######## adder_rr_arbiter ########
adder_rr_arbiter/clk_routes.png
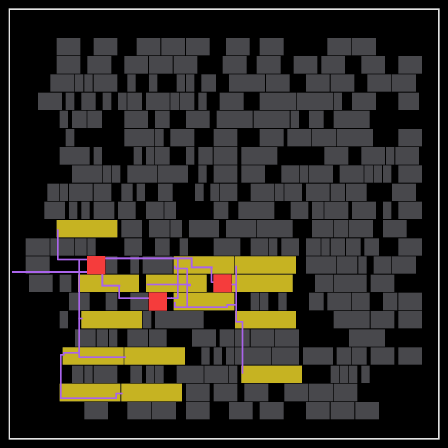

## src/rtl/adder_rr_arbiter.sv

```systemverilog
// Round-robin arbiter that shares one W-bit adder between NREQ requesters through a one-entry result slot.
// Optional ADDER_RR_SAT_EN: unsigned saturation of res_data on carry-out.
module adder_rr_arbiter #(
   parameter int W    = 8,
   parameter int NREQ = 4,
   localparam int IDW = (NREQ > 1) ? $clog2(NREQ) : 1
) (
   input  logic              clk,
   input  logic              rst_n,
   input  logic [NREQ-1:0]   req,
   input  logic [NREQ*W-1:0] a_flat,
   input  logic [NREQ*W-1:0] b_flat,
   output logic [NREQ-1:0]   gnt,
   output logic              res_valid,
   input  logic              res_ready,
   output logic [W-1:0]      res_data,
   output logic              res_carry,
   output logic [IDW-1:0]    res_id,
   output logic              busy
);

   typedef enum logic {EMPTY = 1'b0, FULL = 1'b1} state_t;

   state_t         state, state_nxt;
   logic [IDW-1:0] rr_ptr;
   logic           slot_free;
   logic           grant;
   logic [IDW-1:0] win_idx;
   logic [W-1:0]   a_sel, b_sel;
   logic [W:0]     sum_p0;
   logic [W-1:0]   data_p1;
   logic           carry_p1;
   logic [IDW-1:0] id_p1;

   function automatic logic [W-1:0] fit_sum(input logic [W:0] s);
`ifdef ADDER_RR_SAT_EN
      return s[W] ? {W{1'b1}} : s[W-1:0];
`else
      return s[W-1:0];
`endif
   endfunction

   assign slot_free = (state == EMPTY) | res_ready;

   // Scan offsets from high to low so the last hit is the nearest requester at or after rr_ptr.
   always_comb begin
      gnt     = '0;
      grant   = 1'b0;
      win_idx = '0;
      if (rst_n && slot_free) begin
         for (int i = NREQ - 1; i >= 0; i--) begin
            if (req[(int'(rr_ptr) + i) % NREQ]) begin
               grant   = 1'b1;
               win_idx = IDW'((int'(rr_ptr) + i) % NREQ);
            end
         end
         if (grant) gnt[win_idx] = 1'b1;
      end
   end

   // ---- stage p0: operand select and add in the grant cycle ----
   assign a_sel  = a_flat[win_idx*W +: W];
   assign b_sel  = b_flat[win_idx*W +: W];
   assign sum_p0 = {1'b0, a_sel} + {1'b0, b_sel};

   always_comb begin
      state_nxt = state;
      case (state)
         EMPTY:   if (grant) state_nxt = FULL;
         FULL:    if (res_ready && !grant) state_nxt = EMPTY;
         default: state_nxt = EMPTY;
      endcase
   end

   always_ff @(posedge clk or negedge rst_n) begin
      if (!rst_n) begin
         state  <= EMPTY;
         rr_ptr <= '0;
      end else begin
         state <= state_nxt;
         if (grant) rr_ptr <= (win_idx == IDW'(NREQ - 1)) ? '0 : win_idx + 1'b1;
      end
   end

   // ---- stage p1: result slot ----
   always_ff @(posedge clk or negedge rst_n) begin
      if (!rst_n) begin
         data_p1  <= '0;
         carry_p1 <= 1'b0;
         id_p1    <= '0;
      end else if (grant) begin
         data_p1  <= fit_sum(sum_p0);
         carry_p1 <= sum_p0[W];
         id_p1    <= win_idx;
      end
   end

   assign res_valid = (state == FULL);
   assign res_data  = data_p1;
   assign res_carry = carry_p1;
   assign res_id    = id_p1;
   assign busy      = (|req) | res_valid;

endmodule

```

## config.mk

```make
export PLATFORM = sky130hd
export DESIGN_NAME = adder_rr_arbiter
export DESIGN_NICKNAME = d
export VERILOG_FILES = /design/src/rtl/adder_rr_arbiter.sv
export SDC_FILE = /design/constraint.sdc
export NUM_CORES = 1
export LEC_CHECK = 0
export CAP_MARGIN = 10
export CORE_MARGIN = 2
export CORE_UTILIZATION = 41
export DETAILED_ROUTE_END_ITERATION = 12
export PLACE_DENSITY_LB_ADDON = 0.2
export SLEW_MARGIN = 20
export SYNTH_ARGS = -nofsm -noshare
export SYNTH_HDL_FRONTEND = slang
export SYNTH_SLANG_ARGS = --single-unit
```

## constraint.sdc

```tcl
create_clock -name clk -period 9.2 [get_ports clk]
set_clock_uncertainty 0.05 [all_clocks]
set_input_delay 1.84 -clock clk [delete_from_list [all_inputs] [get_ports clk]]
set_output_delay 1.84 -clock clk [all_outputs]
set_load 0.1 [all_outputs]
```

######## rv32_icache_ctrl ########
<file path="src/rtl/rv32_icache_pkg.sv">
// Shared types and address-field helpers for the rv32 instruction cache.
package rv32_icache_pkg;

  typedef enum logic [1:0] {RUN, FILL, RESPOND, INVAL} state_t;

  localparam int XLEN  = 32;
  localparam int OFF_W = 2;

  function automatic int word_bits(input int words);
    return $clog2(words);
  endfunction

  function automatic int index_bits(input int lines);
    return $clog2(lines);
  endfunction

  function automatic int tag_bits(input int lines, input int words);
    return XLEN - OFF_W - word_bits(words) - index_bits(lines);
  endfunction

  function automatic logic [XLEN-1:0] addr_word(input logic [XLEN-1:0] a, input int words);
    return (a >> OFF_W) & 32'(words - 1);
  endfunction

  function automatic logic [XLEN-1:0] addr_index(input logic [XLEN-1:0] a, input int lines,
                                                 input int words);
    return (a >> (OFF_W + word_bits(words))) & 32'(lines - 1);
  endfunction

  function automatic logic [XLEN-1:0] addr_tag(input logic [XLEN-1:0] a, input int lines,
                                               input int words);
    return a >> (OFF_W + word_bits(words) + index_bits(lines));
  endfunction

endpackage

</file>
<file path="src/rtl/rv32_icache_line_store.sv">
// Tag, valid and data arrays for the direct-mapped icache: combinational
// lookup, single-word write, tag/valid set and one-cycle valid clear.
module rv32_icache_line_store
  import rv32_icache_pkg::*;
#(
  parameter int LINES = 16,
  parameter int WORDS = 4,
  parameter int IDX_W = index_bits(LINES),
  parameter int WRD_W = word_bits(WORDS),
  parameter int TAG_W = tag_bits(LINES, WORDS)
) (
  input  logic             clk,
  input  logic             rst,
  input  logic [IDX_W-1:0] lu_idx,
  input  logic [WRD_W-1:0] lu_word,
  input  logic [TAG_W-1:0] lu_tag,
  output logic             hit,
  output logic [31:0]      rdata,
  input  logic             wr_en,
  input  logic [IDX_W-1:0] wr_idx,
  input  logic [WRD_W-1:0] wr_word,
  input  logic [31:0]      wr_data,
  input  logic             set_en,
  input  logic [IDX_W-1:0] set_idx,
  input  logic [TAG_W-1:0] set_tag,
  input  logic             clr_all
);

  logic [LINES-1:0]                       valid_q;
  logic [LINES-1:0][TAG_W-1:0]            tag_q;
  logic [LINES-1:0][WORDS-1:0][31:0]      data_q;

  assign hit   = valid_q[lu_idx] && (tag_q[lu_idx] == lu_tag);
  assign rdata = data_q[lu_idx][lu_word];

  // Reset and clear-all take priority so an aborted or flushed fill never
  // leaves a line marked valid.
  always_ff @(posedge clk) begin
    if (rst)          valid_q <= '0;
    else if (clr_all) valid_q <= '0;
    else if (set_en)  valid_q[set_idx] <= 1'b1;
  end

  always_ff @(posedge clk) begin
    if (set_en) tag_q[set_idx] <= set_tag;
  end

  always_ff @(posedge clk) begin
    if (wr_en) data_q[wr_idx][wr_word] <= wr_data;
  end

endmodule

</file>
<file path="src/rtl/rv32_icache_ctrl.sv">
// Direct-mapped instruction cache controller with line fill over a word
// req/ack backing interface. Optional RV32_ICACHE_STATS_EN adds hit/miss counters.
module rv32_icache_ctrl
  import rv32_icache_pkg::*;
#(
  parameter int LINES = 16,
  parameter int WORDS = 4
) (
  input  logic        clk,
  input  logic        rst,
  input  logic        cpu_req,
  input  logic [31:0] cpu_addr,
  output logic [31:0] cpu_instr,
  output logic        cpu_valid,
  output logic        stall,
  input  logic        flush_i,
  output logic        mem_req,
  output logic [31:0] mem_addr,
  input  logic [31:0] mem_rdata,
  input  logic        mem_ack
`ifdef RV32_ICACHE_STATS_EN
  ,
  output logic [31:0] hit_count,
  output logic [31:0] miss_count
`endif
);

  localparam int IDX_W = index_bits(LINES);
  localparam int WRD_W = word_bits(WORDS);
  localparam int TAG_W = tag_bits(LINES, WORDS);

  state_t           state_q, state_d;
  logic [31:0]      miss_addr_q;
  logic [WRD_W-1:0] cnt_q;
  logic             pend_q;

  logic [IDX_W-1:0] cpu_idx, miss_idx, lu_idx;
  logic [WRD_W-1:0] cpu_word, miss_word, lu_word;
  logic [TAG_W-1:0] cpu_tag, miss_tag;
  logic             hit;
  logic [31:0]      rdata;
  logic             take_hit, take_miss, wr_en, set_en, clr_all;
  logic             cnt_last;

  assign cpu_idx   = IDX_W'(addr_index(cpu_addr, LINES, WORDS));
  assign cpu_word  = WRD_W'(addr_word(cpu_addr, WORDS));
  assign cpu_tag   = TAG_W'(addr_tag(cpu_addr, LINES, WORDS));
  assign miss_idx  = IDX_W'(addr_index(miss_addr_q, LINES, WORDS));
  assign miss_word = WRD_W'(addr_word(miss_addr_q, WORDS));
  assign miss_tag  = TAG_W'(addr_tag(miss_addr_q, LINES, WORDS));
  assign cnt_last  = (cnt_q == WRD_W'(WORDS - 1));

  // Outside RUN the lookup port is steered to the missed word so the fill's
  // final ack can forward it without a second read cycle.
  assign lu_idx  = (state_q == RUN) ? cpu_idx  : miss_idx;
  assign lu_word = (state_q == RUN) ? cpu_word : miss_word;

  rv32_icache_line_store #(
    .LINES (LINES),
    .WORDS (WORDS)
  ) u_store (
    .clk     (clk),
    .rst     (rst),
    .lu_idx  (lu_idx),
    .lu_word (lu_word),
    .lu_tag  (cpu_tag),
    .hit     (hit),
    .rdata   (rdata),
    .wr_en   (wr_en),
    .wr_idx  (miss_idx),
    .wr_word (cnt_q),
    .wr_data (mem_rdata),
    .set_en  (set_en),
    .set_idx (miss_idx),
    .set_tag (miss_tag),
    .clr_all (clr_all)
  );

  always_comb begin
    state_d   = state_q;
    stall     = 1'b0;
    mem_req   = 1'b0;
    mem_addr  = '0;
    take_hit  = 1'b0;
    take_miss = 1'b0;
    wr_en     = 1'b0;
    set_en    = 1'b0;
    clr_all   = 1'b0;
    unique case (state_q)
      RUN: begin
        if (flush_i) state_d = INVAL;
        else if (cpu_req) begin
          if (hit) take_hit = 1'b1;
          else begin
            take_miss = 1'b1;
            state_d   = FILL;
          end
        end
      end
      FILL: begin
        stall    = 1'b1;
        mem_req  = 1'b1;
        mem_addr = {miss_tag, miss_idx, cnt_q, 2'b00};
        if (mem_ack) begin
          wr_en = 1'b1;
          if (cnt_last) begin
            set_en  = 1'b1;
            state_d = RESPOND;
          end
        end
      end
      RESPOND: state_d = (pend_q || flush_i) ? INVAL : RUN;
      INVAL: begin
        stall   = 1'b1;
        clr_all = 1'b1;
        state_d = RUN;
      end
      default: state_d = RUN;
    endcase
  end

  always_ff @(posedge clk) begin
    if (rst) begin
      state_q     <= RUN;
      cpu_instr   <= '0;
      cpu_valid   <= 1'b0;
      pend_q      <= 1'b0;
      cnt_q       <= '0;
      miss_addr_q <= '0;
    end else begin
      state_q   <= state_d;
      cpu_valid <= 1'b0;
      if (take_hit) begin
        cpu_valid <= 1'b1;
        cpu_instr <= rdata;
      end
      if (take_miss) begin
        miss_addr_q <= cpu_addr;
        cnt_q       <= '0;
      end
      if (state_q == FILL) begin
        if (flush_i) pend_q <= 1'b1;
        if (mem_ack) begin
          cnt_q <= cnt_q + WRD_W'(1);
          // The missed word is either arriving now or already in the array.
          if (cnt_last) begin
            cpu_valid <= 1'b1;
            cpu_instr <= (cnt_q == miss_word) ? mem_rdata : rdata;
          end
        end
      end
      if (state_q == INVAL) pend_q <= 1'b0;
    end
  end

`ifdef RV32_ICACHE_STATS_EN
  always_ff @(posedge clk) begin
    if (rst) begin
      hit_count  <= '0;
      miss_count <= '0;
    end else begin
      if (take_hit)  hit_count  <= hit_count + 32'd1;
      if (take_miss) miss_count <= miss_count + 32'd1;
    end
  end
`endif

endmodule

</file>
<file path="config.mk">
export PLATFORM = sky130hd
export DESIGN_NAME = rv32_icache_ctrl
export DESIGN_NICKNAME = d
export VERILOG_FILES = /design/src/rtl/rv32_icache_pkg.sv /design/src/rtl/rv32_icache_line_store.sv /design/src/rtl/rv32_icache_ctrl.sv
export SDC_FILE = /design/constraint.sdc
export NUM_CORES = 2
export LEC_CHECK = 0
export ABC_AREA = 1
export CORE_MARGIN = 2
export CORE_UTILIZATION = 55
export CTS_BUF_LIST = sky130_fd_sc_hd__clkbuf_2 sky130_fd_sc_hd__clkbuf_4 sky130_fd_sc_hd__clkbuf_8
export CTS_CLUSTER_SIZE = 30
export DETAILED_ROUTE_END_ITERATION = 8
export PLACE_DENSITY = 0.7
export SYNTH_ARGS = -nofsm -noshare
export SYNTH_HDL_FRONTEND = slang
export SYNTH_SLANG_ARGS = --single-unit
</file>
<file path="constraint.sdc">
create_clock -name clk -period 3.9 [get_ports clk]
set_input_delay 0.78 -clock clk [delete_from_list [all_inputs] [get_ports clk]]
set_output_delay 0.78 -clock clk [all_outputs]
set_load 0.02 [all_outputs]
</file>
######## dcache_wb ########
File: src/rtl/cache_pkg.sv
// Shared types and address-field helpers for the direct-mapped write-back data cache.
package cache_pkg;

  localparam int unsigned DEF_ADDR_W     = 11;
  localparam int unsigned DEF_LINES      = 16;
  localparam int unsigned DEF_LINE_WORDS = 4;

  typedef enum logic [1:0] {
    IDLE  = 2'd0,
    EVICT = 2'd1,
    FILL  = 2'd2,
    DONE  = 2'd3
  } state_e;

  function automatic logic [31:0] addr_off(input logic [31:0] a, input int unsigned off_w);
    return a & ((32'd1 << off_w) - 32'd1);
  endfunction

  function automatic logic [31:0] addr_idx(input logic [31:0] a, input int unsigned off_w,
                                           input int unsigned idx_w);
    return (a >> off_w) & ((32'd1 << idx_w) - 32'd1);
  endfunction

  function automatic logic [31:0] addr_tag(input logic [31:0] a, input int unsigned off_w,
                                           input int unsigned idx_w);
    return a >> (off_w + idx_w);
  endfunction

endpackage

File: src/rtl/dcache_store.sv
// Cache storage: data/tag arrays (not reset) plus valid/dirty bits; async read, sync write.
module dcache_store
  import cache_pkg::*;
#(
  parameter int unsigned LINES      = DEF_LINES,
  parameter int unsigned LINE_WORDS = DEF_LINE_WORDS,
  parameter int unsigned TAG_W      = 5,
  localparam int unsigned IDX_W     = $clog2(LINES),
  localparam int unsigned OFF_W     = $clog2(LINE_WORDS)
) (
  input  logic             clk,
  input  logic             rst_n,
  input  logic [IDX_W-1:0] idx_i,
  input  logic [OFF_W-1:0] rd_off_i,
  output logic [31:0]      rd_data_o,
  output logic [TAG_W-1:0] tag_o,
  output logic             valid_o,
  output logic             dirty_o,
  input  logic             wr_en_i,
  input  logic [OFF_W-1:0] wr_off_i,
  input  logic [31:0]      wr_data_i,
  input  logic             fill_done_i,
  input  logic [TAG_W-1:0] fill_tag_i,
  input  logic             dirty_set_i
);

  logic [31:0]      data_q [LINES*LINE_WORDS];
  logic [TAG_W-1:0] tag_q  [LINES];
  logic [LINES-1:0] valid_q;
  logic [LINES-1:0] dirty_q;

  assign rd_data_o = data_q[{idx_i, rd_off_i}];
  assign tag_o     = tag_q[idx_i];
  assign valid_o   = valid_q[idx_i];
  assign dirty_o   = dirty_q[idx_i];

  always_ff @(posedge clk) begin
    if (wr_en_i) data_q[{idx_i, wr_off_i}] <= wr_data_i;
    if (fill_done_i) tag_q[idx_i] <= fill_tag_i;
  end

  always_ff @(posedge clk) begin
    if (!rst_n) begin
      valid_q <= '0;
      dirty_q <= '0;
    end else if (fill_done_i) begin
      valid_q[idx_i] <= 1'b1;
      dirty_q[idx_i] <= 1'b0;
    end else if (dirty_set_i) begin
      dirty_q[idx_i] <= 1'b1;
    end
  end

endmodule

File: src/rtl/dcache_wb.sv
// Direct-mapped write-back, write-allocate data cache: miss FSM, hit/miss counters and
// word-per-beat backing-memory handshake.
module dcache_wb
  import cache_pkg::*;
#(
  parameter int unsigned ADDR_W     = DEF_ADDR_W,
  parameter int unsigned LINES      = DEF_LINES,
  parameter int unsigned LINE_WORDS = DEF_LINE_WORDS
) (
  input  logic              clk,
  input  logic              rst_n,
  input  logic [ADDR_W-1:0] addr,
  input  logic [31:0]       wdata,
  input  logic              we,
  input  logic              re,
  output logic [31:0]       rdata,
  output logic              miss,
  output logic              mem_req,
  output logic              mem_we,
  output logic [ADDR_W-1:0] mem_addr,
  output logic [31:0]       mem_wdata,
  input  logic [31:0]       mem_rdata,
  input  logic              mem_ready,
  output logic [31:0]       hit_cnt,
  output logic [31:0]       miss_cnt
);

  localparam int unsigned IDX_W = $clog2(LINES);
  localparam int unsigned OFF_W = $clog2(LINE_WORDS);
  localparam int unsigned TAG_W = ADDR_W - IDX_W - OFF_W;
  localparam logic [OFF_W-1:0] LAST_BEAT = OFF_W'(LINE_WORDS - 1);

  state_e           state_q, state_d;
  logic [OFF_W-1:0] cnt_q, cnt_d;
  logic [31:0]      hit_cnt_q, hit_cnt_d, miss_cnt_q, miss_cnt_d;

  logic [31:0]      addr_ext;
  logic [TAG_W-1:0] a_tag;
  logic [IDX_W-1:0] a_idx;
  logic [OFF_W-1:0] a_off;

  logic [31:0]      st_rd_data, st_wr_data;
  logic [TAG_W-1:0] st_tag;
  logic             st_valid, st_dirty, st_wr_en, st_fill_done, st_dirty_set;
  logic [OFF_W-1:0] st_rd_off, st_wr_off;
  logic             req, hit;

  assign addr_ext = 32'(addr);
  assign a_tag    = TAG_W'(addr_tag(addr_ext, OFF_W, IDX_W));
  assign a_idx    = IDX_W'(addr_idx(addr_ext, OFF_W, IDX_W));
  assign a_off    = OFF_W'(addr_off(addr_ext, OFF_W));

  assign req = re | we;
  assign hit = req & st_valid & (st_tag == a_tag);

  dcache_store #(
    .LINES      (LINES),
    .LINE_WORDS (LINE_WORDS),
    .TAG_W      (TAG_W)
  ) u_store (
    .clk         (clk),
    .rst_n       (rst_n),
    .idx_i       (a_idx),
    .rd_off_i    (st_rd_off),
    .rd_data_o   (st_rd_data),
    .tag_o       (st_tag),
    .valid_o     (st_valid),
    .dirty_o     (st_dirty),
    .wr_en_i     (st_wr_en),
    .wr_off_i    (st_wr_off),
    .wr_data_i   (st_wr_data),
    .fill_done_i (st_fill_done),
    .fill_tag_i  (a_tag),
    .dirty_set_i (st_dirty_set)
  );

  always_ff @(posedge clk) begin
    if (!rst_n) begin
      state_q    <= IDLE;
      cnt_q      <= '0;
      hit_cnt_q  <= '0;
      miss_cnt_q <= '0;
    end else begin
      state_q    <= state_d;
      cnt_q      <= cnt_d;
      hit_cnt_q  <= hit_cnt_d;
      miss_cnt_q <= miss_cnt_d;
    end
  end

  always_comb begin
    state_d      = state_q;
    cnt_d        = cnt_q;
    hit_cnt_d    = hit_cnt_q;
    miss_cnt_d   = miss_cnt_q;
    miss         = 1'b1;
    rdata        = '0;
    mem_req      = 1'b0;
    mem_we       = 1'b0;
    mem_addr     = '0;
    mem_wdata    = '0;
    st_rd_off    = a_off;
    st_wr_off    = a_off;
    st_wr_data   = wdata;
    st_wr_en     = 1'b0;
    st_fill_done = 1'b0;
    st_dirty_set = 1'b0;
    unique case (state_q)
      IDLE: begin
        miss = 1'b0;
        if (hit) begin
          hit_cnt_d = hit_cnt_q + 32'd1;
          if (we) begin
            st_wr_en     = 1'b1;
            st_dirty_set = 1'b1;
          end else begin
            rdata = st_rd_data;
          end
        end else if (req) begin
          miss       = 1'b1;
          miss_cnt_d = miss_cnt_q + 32'd1;
          cnt_d      = '0;
          state_d    = (st_valid && st_dirty) ? EVICT : FILL;
        end
      end
      // The read port is borrowed by the beat counter so the victim line streams out.
      EVICT: begin
        mem_req   = 1'b1;
        mem_we    = 1'b1;
        st_rd_off = cnt_q;
        mem_addr  = {st_tag, a_idx, cnt_q};
        mem_wdata = st_rd_data;
        if (mem_ready) begin
          cnt_d = cnt_q + 1'b1;
          if (cnt_q == LAST_BEAT) state_d = FILL;
        end
      end
      FILL: begin
        mem_req  = 1'b1;
        mem_addr = {a_tag, a_idx, cnt_q};
        if (mem_ready) begin
          st_wr_en   = 1'b1;
          st_wr_off  = cnt_q;
          st_wr_data = mem_rdata;
          cnt_d      = cnt_q + 1'b1;
          if (cnt_q == LAST_BEAT) begin
            st_fill_done = 1'b1;
            state_d      = DONE;
          end
        end
      end
      DONE: state_d = IDLE;
      default: state_d = IDLE;
    endcase
  end

  assign hit_cnt  = hit_cnt_q;
  assign miss_cnt = miss_cnt_q;

endmodule

File: config.mk
export PLATFORM = sky130hd
export DESIGN_NAME = dcache_wb
export DESIGN_NICKNAME = d
export VERILOG_FILES = /design/src/rtl/cache_pkg.sv /design/src/rtl/dcache_store.sv /design/src/rtl/dcache_wb.sv
export SDC_FILE = /design/constraint.sdc
export NUM_CORES = 2
export LEC_CHECK = 0
export CORE_ASPECT_RATIO = 0.75
export CORE_MARGIN = 4
export CORE_UTILIZATION = 61
export DETAILED_ROUTE_END_ITERATION = 10
export HOLD_SLACK_MARGIN = 0.15
export PLACE_DENSITY_LB_ADDON = 0.25
export SLEW_MARGIN = 0
export SYNTH_ARGS = -nofsm -noshare
export SYNTH_HDL_FRONTEND = slang
export SYNTH_SLANG_ARGS = --single-unit
File: constraint.sdc
create_clock -name clk -period 8.2 [get_ports clk]
set_input_delay 1.64 -clock clk [delete_from_list [all_inputs] [get_ports clk]]
set_output_delay 1.64 -clock clk [all_outputs]
set_load 0.02 [all_outputs]

==> notes/layouts.md <==
Pictures saved along the way, in no particular order.

Logic cells by family.
Plate I
Scale bar: 20 um.
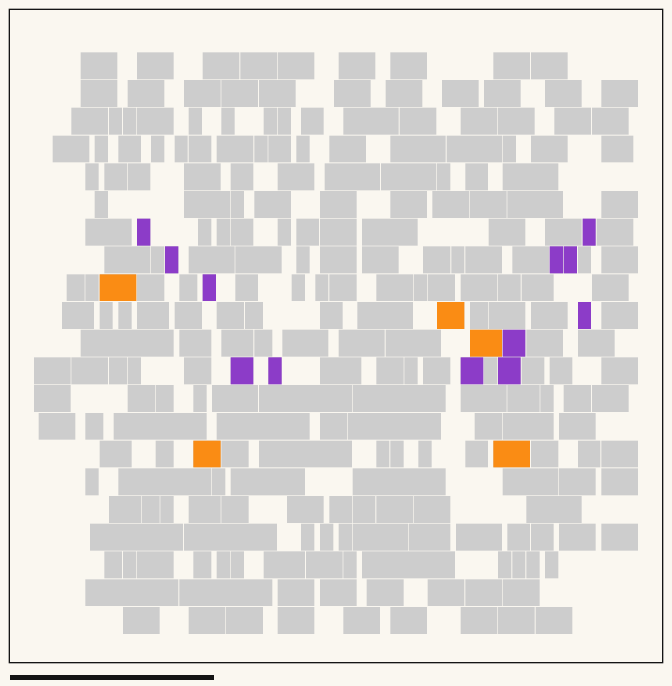
Plate II
Scale bar: 100 um.
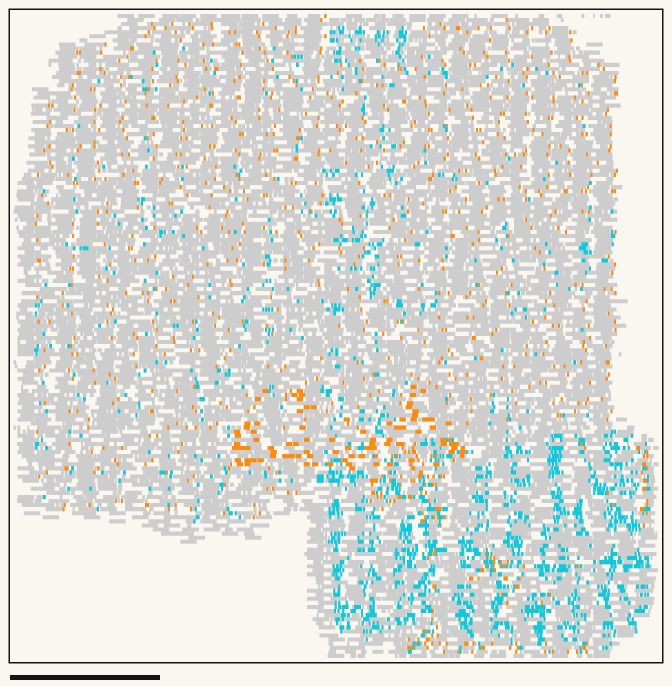
Plate III
Scale bar: 100 um.
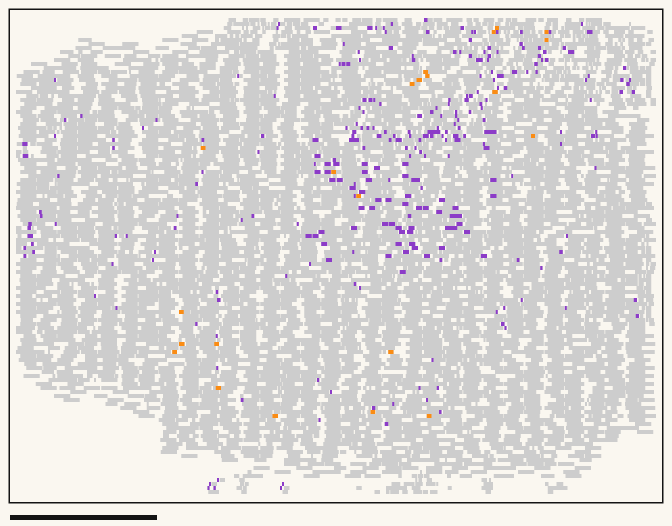
- Plate I = adder_rr_arbiter
- Plate II = rv32_icache_ctrl
- Plate III = dcache_wb
Of these, most cells: Plate II

adder_rr_arbiter/congestion.png
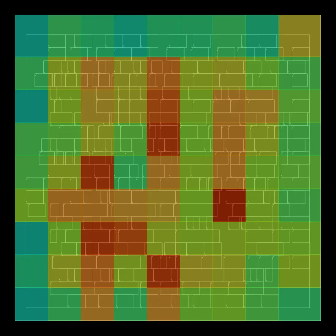
global-route usage over all layers: 22.6%
met2 demand-to-capacity share in global routing: 36.5%
Wirelength per Cell: 15.0 um
met3 usage: 4.58%

About adder_rr_arbiter/clk_routes.png:
Yellow stands for flip-flops, count 14. Red stands for clock drivers, count 3. Purple stands for clock wires, length 153 um.
There are 4 routed clock nets.

==> impl_table.tex, adder_rr_arbiter <==
% Table of physical implementation metrics
\begin{tabular}{lr}
\hline
Metric & Value \\
\hline
\multicolumn{2}{l}{\textbf{Finish}} \\
\quad Top class by area & logic gates \\
\quad Clock-cell share of area & less than 1\% \\
\quad Largest register FFs & 8 \\
\quad Multi-input logic area & slightly above 1000 um\^{}2 \\
\quad \# clk buffers & 3 \\
\multicolumn{2}{l}{\textbf{Critical path}} \\
\quad R2r endpoint & res\_data[7] \\
\quad R2R setup slack & 5.39 ns \\
\quad Gate family responsible for the most delay along the worst path & buffers and inverters \\
\quad Critical path capture point type & output port \\
\multicolumn{2}{l}{\textbf{Place}} \\
\quad IO Port Bufs & slightly below 90 \\
\quad Detailed placement HPWL & 3730 um \\
\multicolumn{2}{l}{\textbf{Outcome}} \\
\quad Run status & finished, final reports clean \\
\multicolumn{2}{l}{\textbf{Synthesis}} \\
\quad Count of flip-flops with a built-in enable after synthesis & 0 \\
\quad Area fraction of the dominant cell type after synthesis & 23.8\% \\
\quad Synthesized area divided by synthesized cell count & around 8.4 um\^{}2 \\
\quad Cell taking the most area after synthesis & sky130\_fd\_sc\_hd\_\_dfrtp\_1 \\
\multicolumn{2}{l}{\textbf{Timing}} \\
\quad Final tally of hold violations & 0 \\
\multicolumn{2}{l}{\textbf{Power and ir drop}} \\
\quad Clock share of power & about 5.2\% \\
\multicolumn{2}{l}{\textbf{Global routing}} \\
\quad Number of antenna violations at the first check in global routing & 0 \\
\quad GRT met1 Usage & around 32\% \\
\multicolumn{2}{l}{\textbf{CTS}} \\
\quad Clock tree root driver cell & sky130\_fd\_sc\_hd\_\_clkbuf\_4 \\
\multicolumn{2}{l}{\textbf{Min path}} \\
\quad Hold Path End & res\_data[3] \\
\hline
\end{tabular}
adder_rr_arbiter: logic make-up (layout without fill, tap and decap cells):
| logic type | Yosys count | in the layout | share of synthesized area [%] |
|---|---|---|---|
| AND-OR/OR-AND | 57 | 57 | 33.2 |
| multiplexers | 4 | 4 | 2.97 |
| buffers and inverters | 17 | 98 | 7.47 |
| XOR/XNOR | 5 | 5 | 2.97 |
| adder cells (fa/ha/maj) | 10 | 10 | 9.00 |
| AND/OR/NAND/NOR | 69 | 69 | 20.6 |
| flip-flops | 14 | 14 | 23.8 |
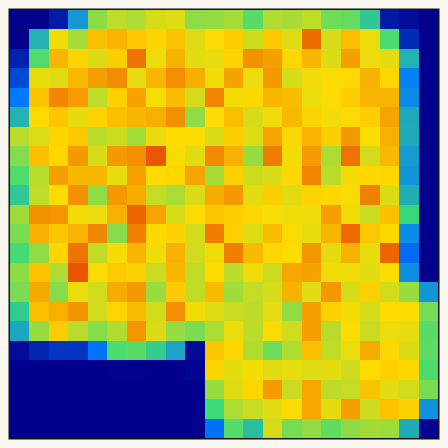
rv32_icache_ctrl/cell_density.png
22 x 22 tiles, from dark blue (low) to red (high), 0 to 100% covered.
37% of the tiles are over 75% full. The emptiest ninth of the die: lower left. 12% of the tiles are nearly empty. The mean over all tiles is 61%.

rv32_icache_ctrl/clk_routes.png
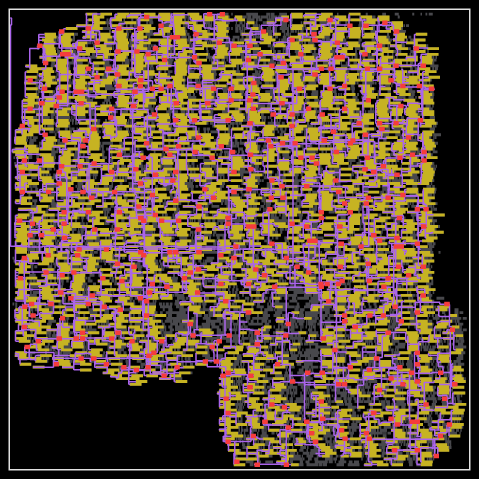
Red stands for clock drivers, count 411. Purple stands for clock wires, length 28.7 mm. Yellow stands for flip-flops, count 2,516.
Position of the flops: spread over the die.

==> impl_table.tex, rv32_icache_ctrl <==
% Table of physical implementation metrics
\begin{tabular}{lr}
\hline
Metric & Value \\
\hline
\multicolumn{2}{l}{\textbf{Timing}} \\
\quad Setup repair after global routing missed its margin & no \\
\quad Setup violation total in the final timing report & 0 \\
\multicolumn{2}{l}{\textbf{Outcome}} \\
\quad Run status & finished, final reports clean \\
\multicolumn{2}{l}{\textbf{Critical path}} \\
\quad Critical path's largest stage delay & $\sim$0.70 ns \\
\quad R2r endpoint & cpu\_instr[11] \\
\quad R2R setup slack & between 0.3 and 0.4 ns \\
\multicolumn{2}{l}{\textbf{Finish}} \\
\quad Nonclk buf count & between 500 and 600 \\
\multicolumn{2}{l}{\textbf{Place}} \\
\quad IO Port Bufs & 131 \\
\multicolumn{2}{l}{\textbf{Drt}} \\
\quad Drt initial violations & $\sim$9,500 \\
\multicolumn{2}{l}{\textbf{Synthesis}} \\
\quad Post-synthesis instance area & 102,000 um\^{}2 \\
\quad Dominant Register Cell & sky130\_fd\_sc\_hd\_\_edfxtp\_1 \\
\quad Count of flip-flops with a built-in enable after synthesis & roughly 2,400 \\
\quad Synthesis area per yosys & 102,000 um\^{}2 \\
\multicolumn{2}{l}{\textbf{Power and ir drop}} \\
\quad Internal portion of total power & approximately 46 mW \\
\quad Clock share of power & between 30\% and 40\% \\
\multicolumn{2}{l}{\textbf{Global routing}} \\
\quad Met2 demand-to-capacity share in global routing & about 47\% \\
\hline
\end{tabular}
==> rv32_icache_ctrl: state kept, by name, summed over array words and instances, names as in the netlist <==
register and flops:
cnt_q 2, cpu_instr 32, cpu_valid 1, miss_addr_q 30
pend_q 1, state_q 2, u_store.data_q 2048, u_store.tag_q 384
u_store.valid_q 16
==> rv32_icache_ctrl: per-stage QoR <==
step                instances  setup TNS (ns)  total power [mW]
finish                  11400               0              64.5
global route            11400               0              66.9
CTS                     11400               0              64.5
detailed placement      10700           -5.96              42.9
global placement        10700           -4.01              42.6
floorplan                8230               0              37.7
dcache_wb/congestion.png
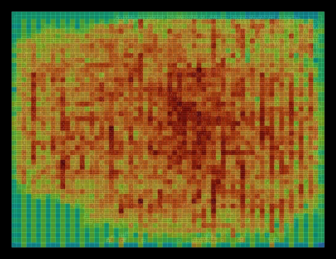
met3 usage: 12.0%
GRT met1 Usage: 50.2%
met2 demand-to-capacity share in global routing: 51.7%

==> impl_table.tex, dcache_wb <==
% Table of physical implementation metrics
\begin{tabular}{lr}
\hline
Metric & Value \\
\hline
\multicolumn{2}{l}{\textbf{Timing}} \\
\quad Total negative slack for setup checks & 0 ns \\
\quad Final Cycle Share & between 90\% and 100\% \\
\multicolumn{2}{l}{\textbf{Finish}} \\
\quad Layout cell share with drive strength beyond 1 & $\sim$25\% \\
\quad Signed area change from the synthesized netlist to the final layout & 14.5\% \\
\multicolumn{2}{l}{\textbf{Critical path}} \\
\quad Startpoint type of the worst setup path & input pin \\
\quad Sum of buffers and inverters on the critical path & 5 \\
\quad R2r endpoint & u\_store.data\_q[57][0] \\
\multicolumn{2}{l}{\textbf{Outcome}} \\
\quad Run status & finished, final reports clean \\
\multicolumn{2}{l}{\textbf{Place}} \\
\quad Routability Congestion & roughly 0.84 \\
\multicolumn{2}{l}{\textbf{Drt}} \\
\quad Drc violations & 0 \\
\quad Highest routed layer & met5 \\
\multicolumn{2}{l}{\textbf{Power and ir drop}} \\
\quad Internal portion of total power & 19.4 mW \\
\multicolumn{2}{l}{\textbf{Synthesis}} \\
\quad Registers, synthesis & between 2,000 and 2,500 \\
\quad Net count entering floorplan & between 4,000 and 5,000 \\
\multicolumn{2}{l}{\textbf{CTS}} \\
\quad Number of buffers added by the clock tree synthesis step & slightly below 200 \\
\quad Total of hold buffers inserted after clock tree synthesis & 0 \\
\multicolumn{2}{l}{\textbf{Global routing}} \\
\quad Global-route usage over all layers & 35.5\% \\
\multicolumn{2}{l}{\textbf{Min path}} \\
\quad Worst hold path type & flip-flop to flip-flop \\
\hline
\end{tabular}
==> dcache_wb: flip-flops by register name, indices dropped and copies added (netlist names), named ones only <==
| register | count |
|---|---|
| cnt_q | 2 |
| hit_cnt | 32 |
| miss_cnt | 32 |
| state_q | 2 |
| u_store.data_q | 2048 |
| u_store.tag_q | 80 |
| u_store.valid_q | 16 |
==> dcache_wb: area by class of cell <==
class	instances	area, um^2
flip-flops and latches	2228	65900
well taps	1875	2350
clock buffers	260	5290
multi-input cells	1738	20400
diodes	6	15.0
repair buffers	439	4450
fillers	8249	41500
clock inverters	105	866
inverters	26	97.6


==> layout pictures side by side <==
Signal wires by layer.
(a)
Scale bar: 100 um.
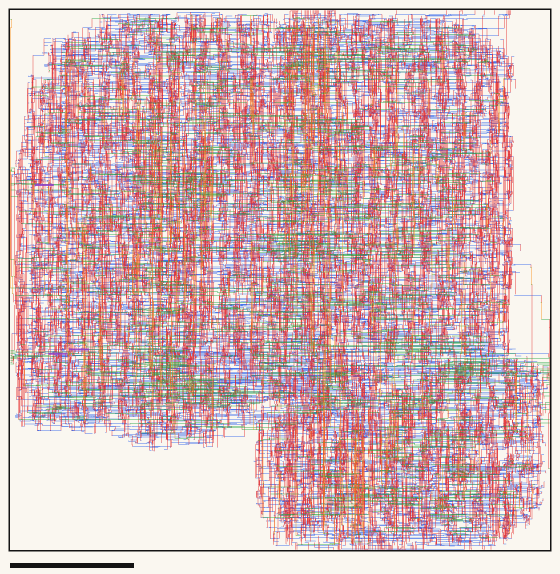
(b)
Scale bar: 20 um.
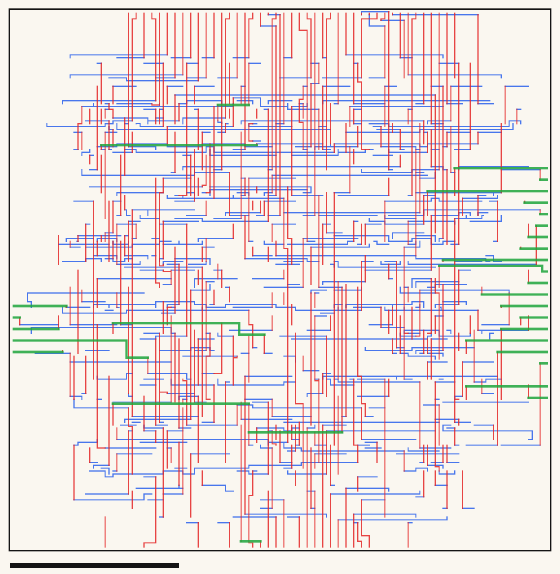
(c)
Scale bar: 100 um.
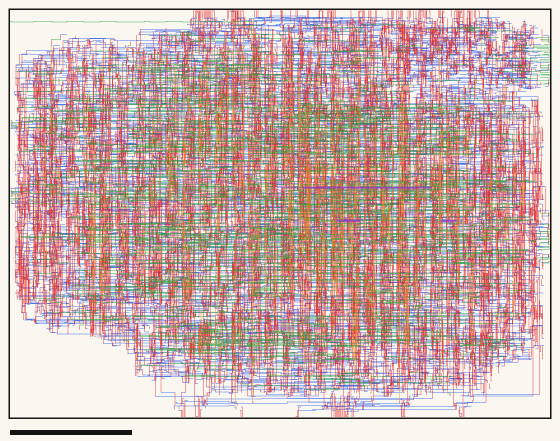
adder_rr_arbiter -> (b)
rv32_icache_ctrl -> (a)
dcache_wb -> (c)
- largest die: (a)
- least wire: (b)

Key to (a):
Purple stands for metal 5, wire length 42.3 um. Blue stands for metal 1, wire length 109 mm. Green stands for metal 3, wire length 32.6 mm. Red stands for metal 2, wire length 134 mm. Orange stands for metal 4, wire length 13,200 um.

Power and IR drop assume default switching activity.
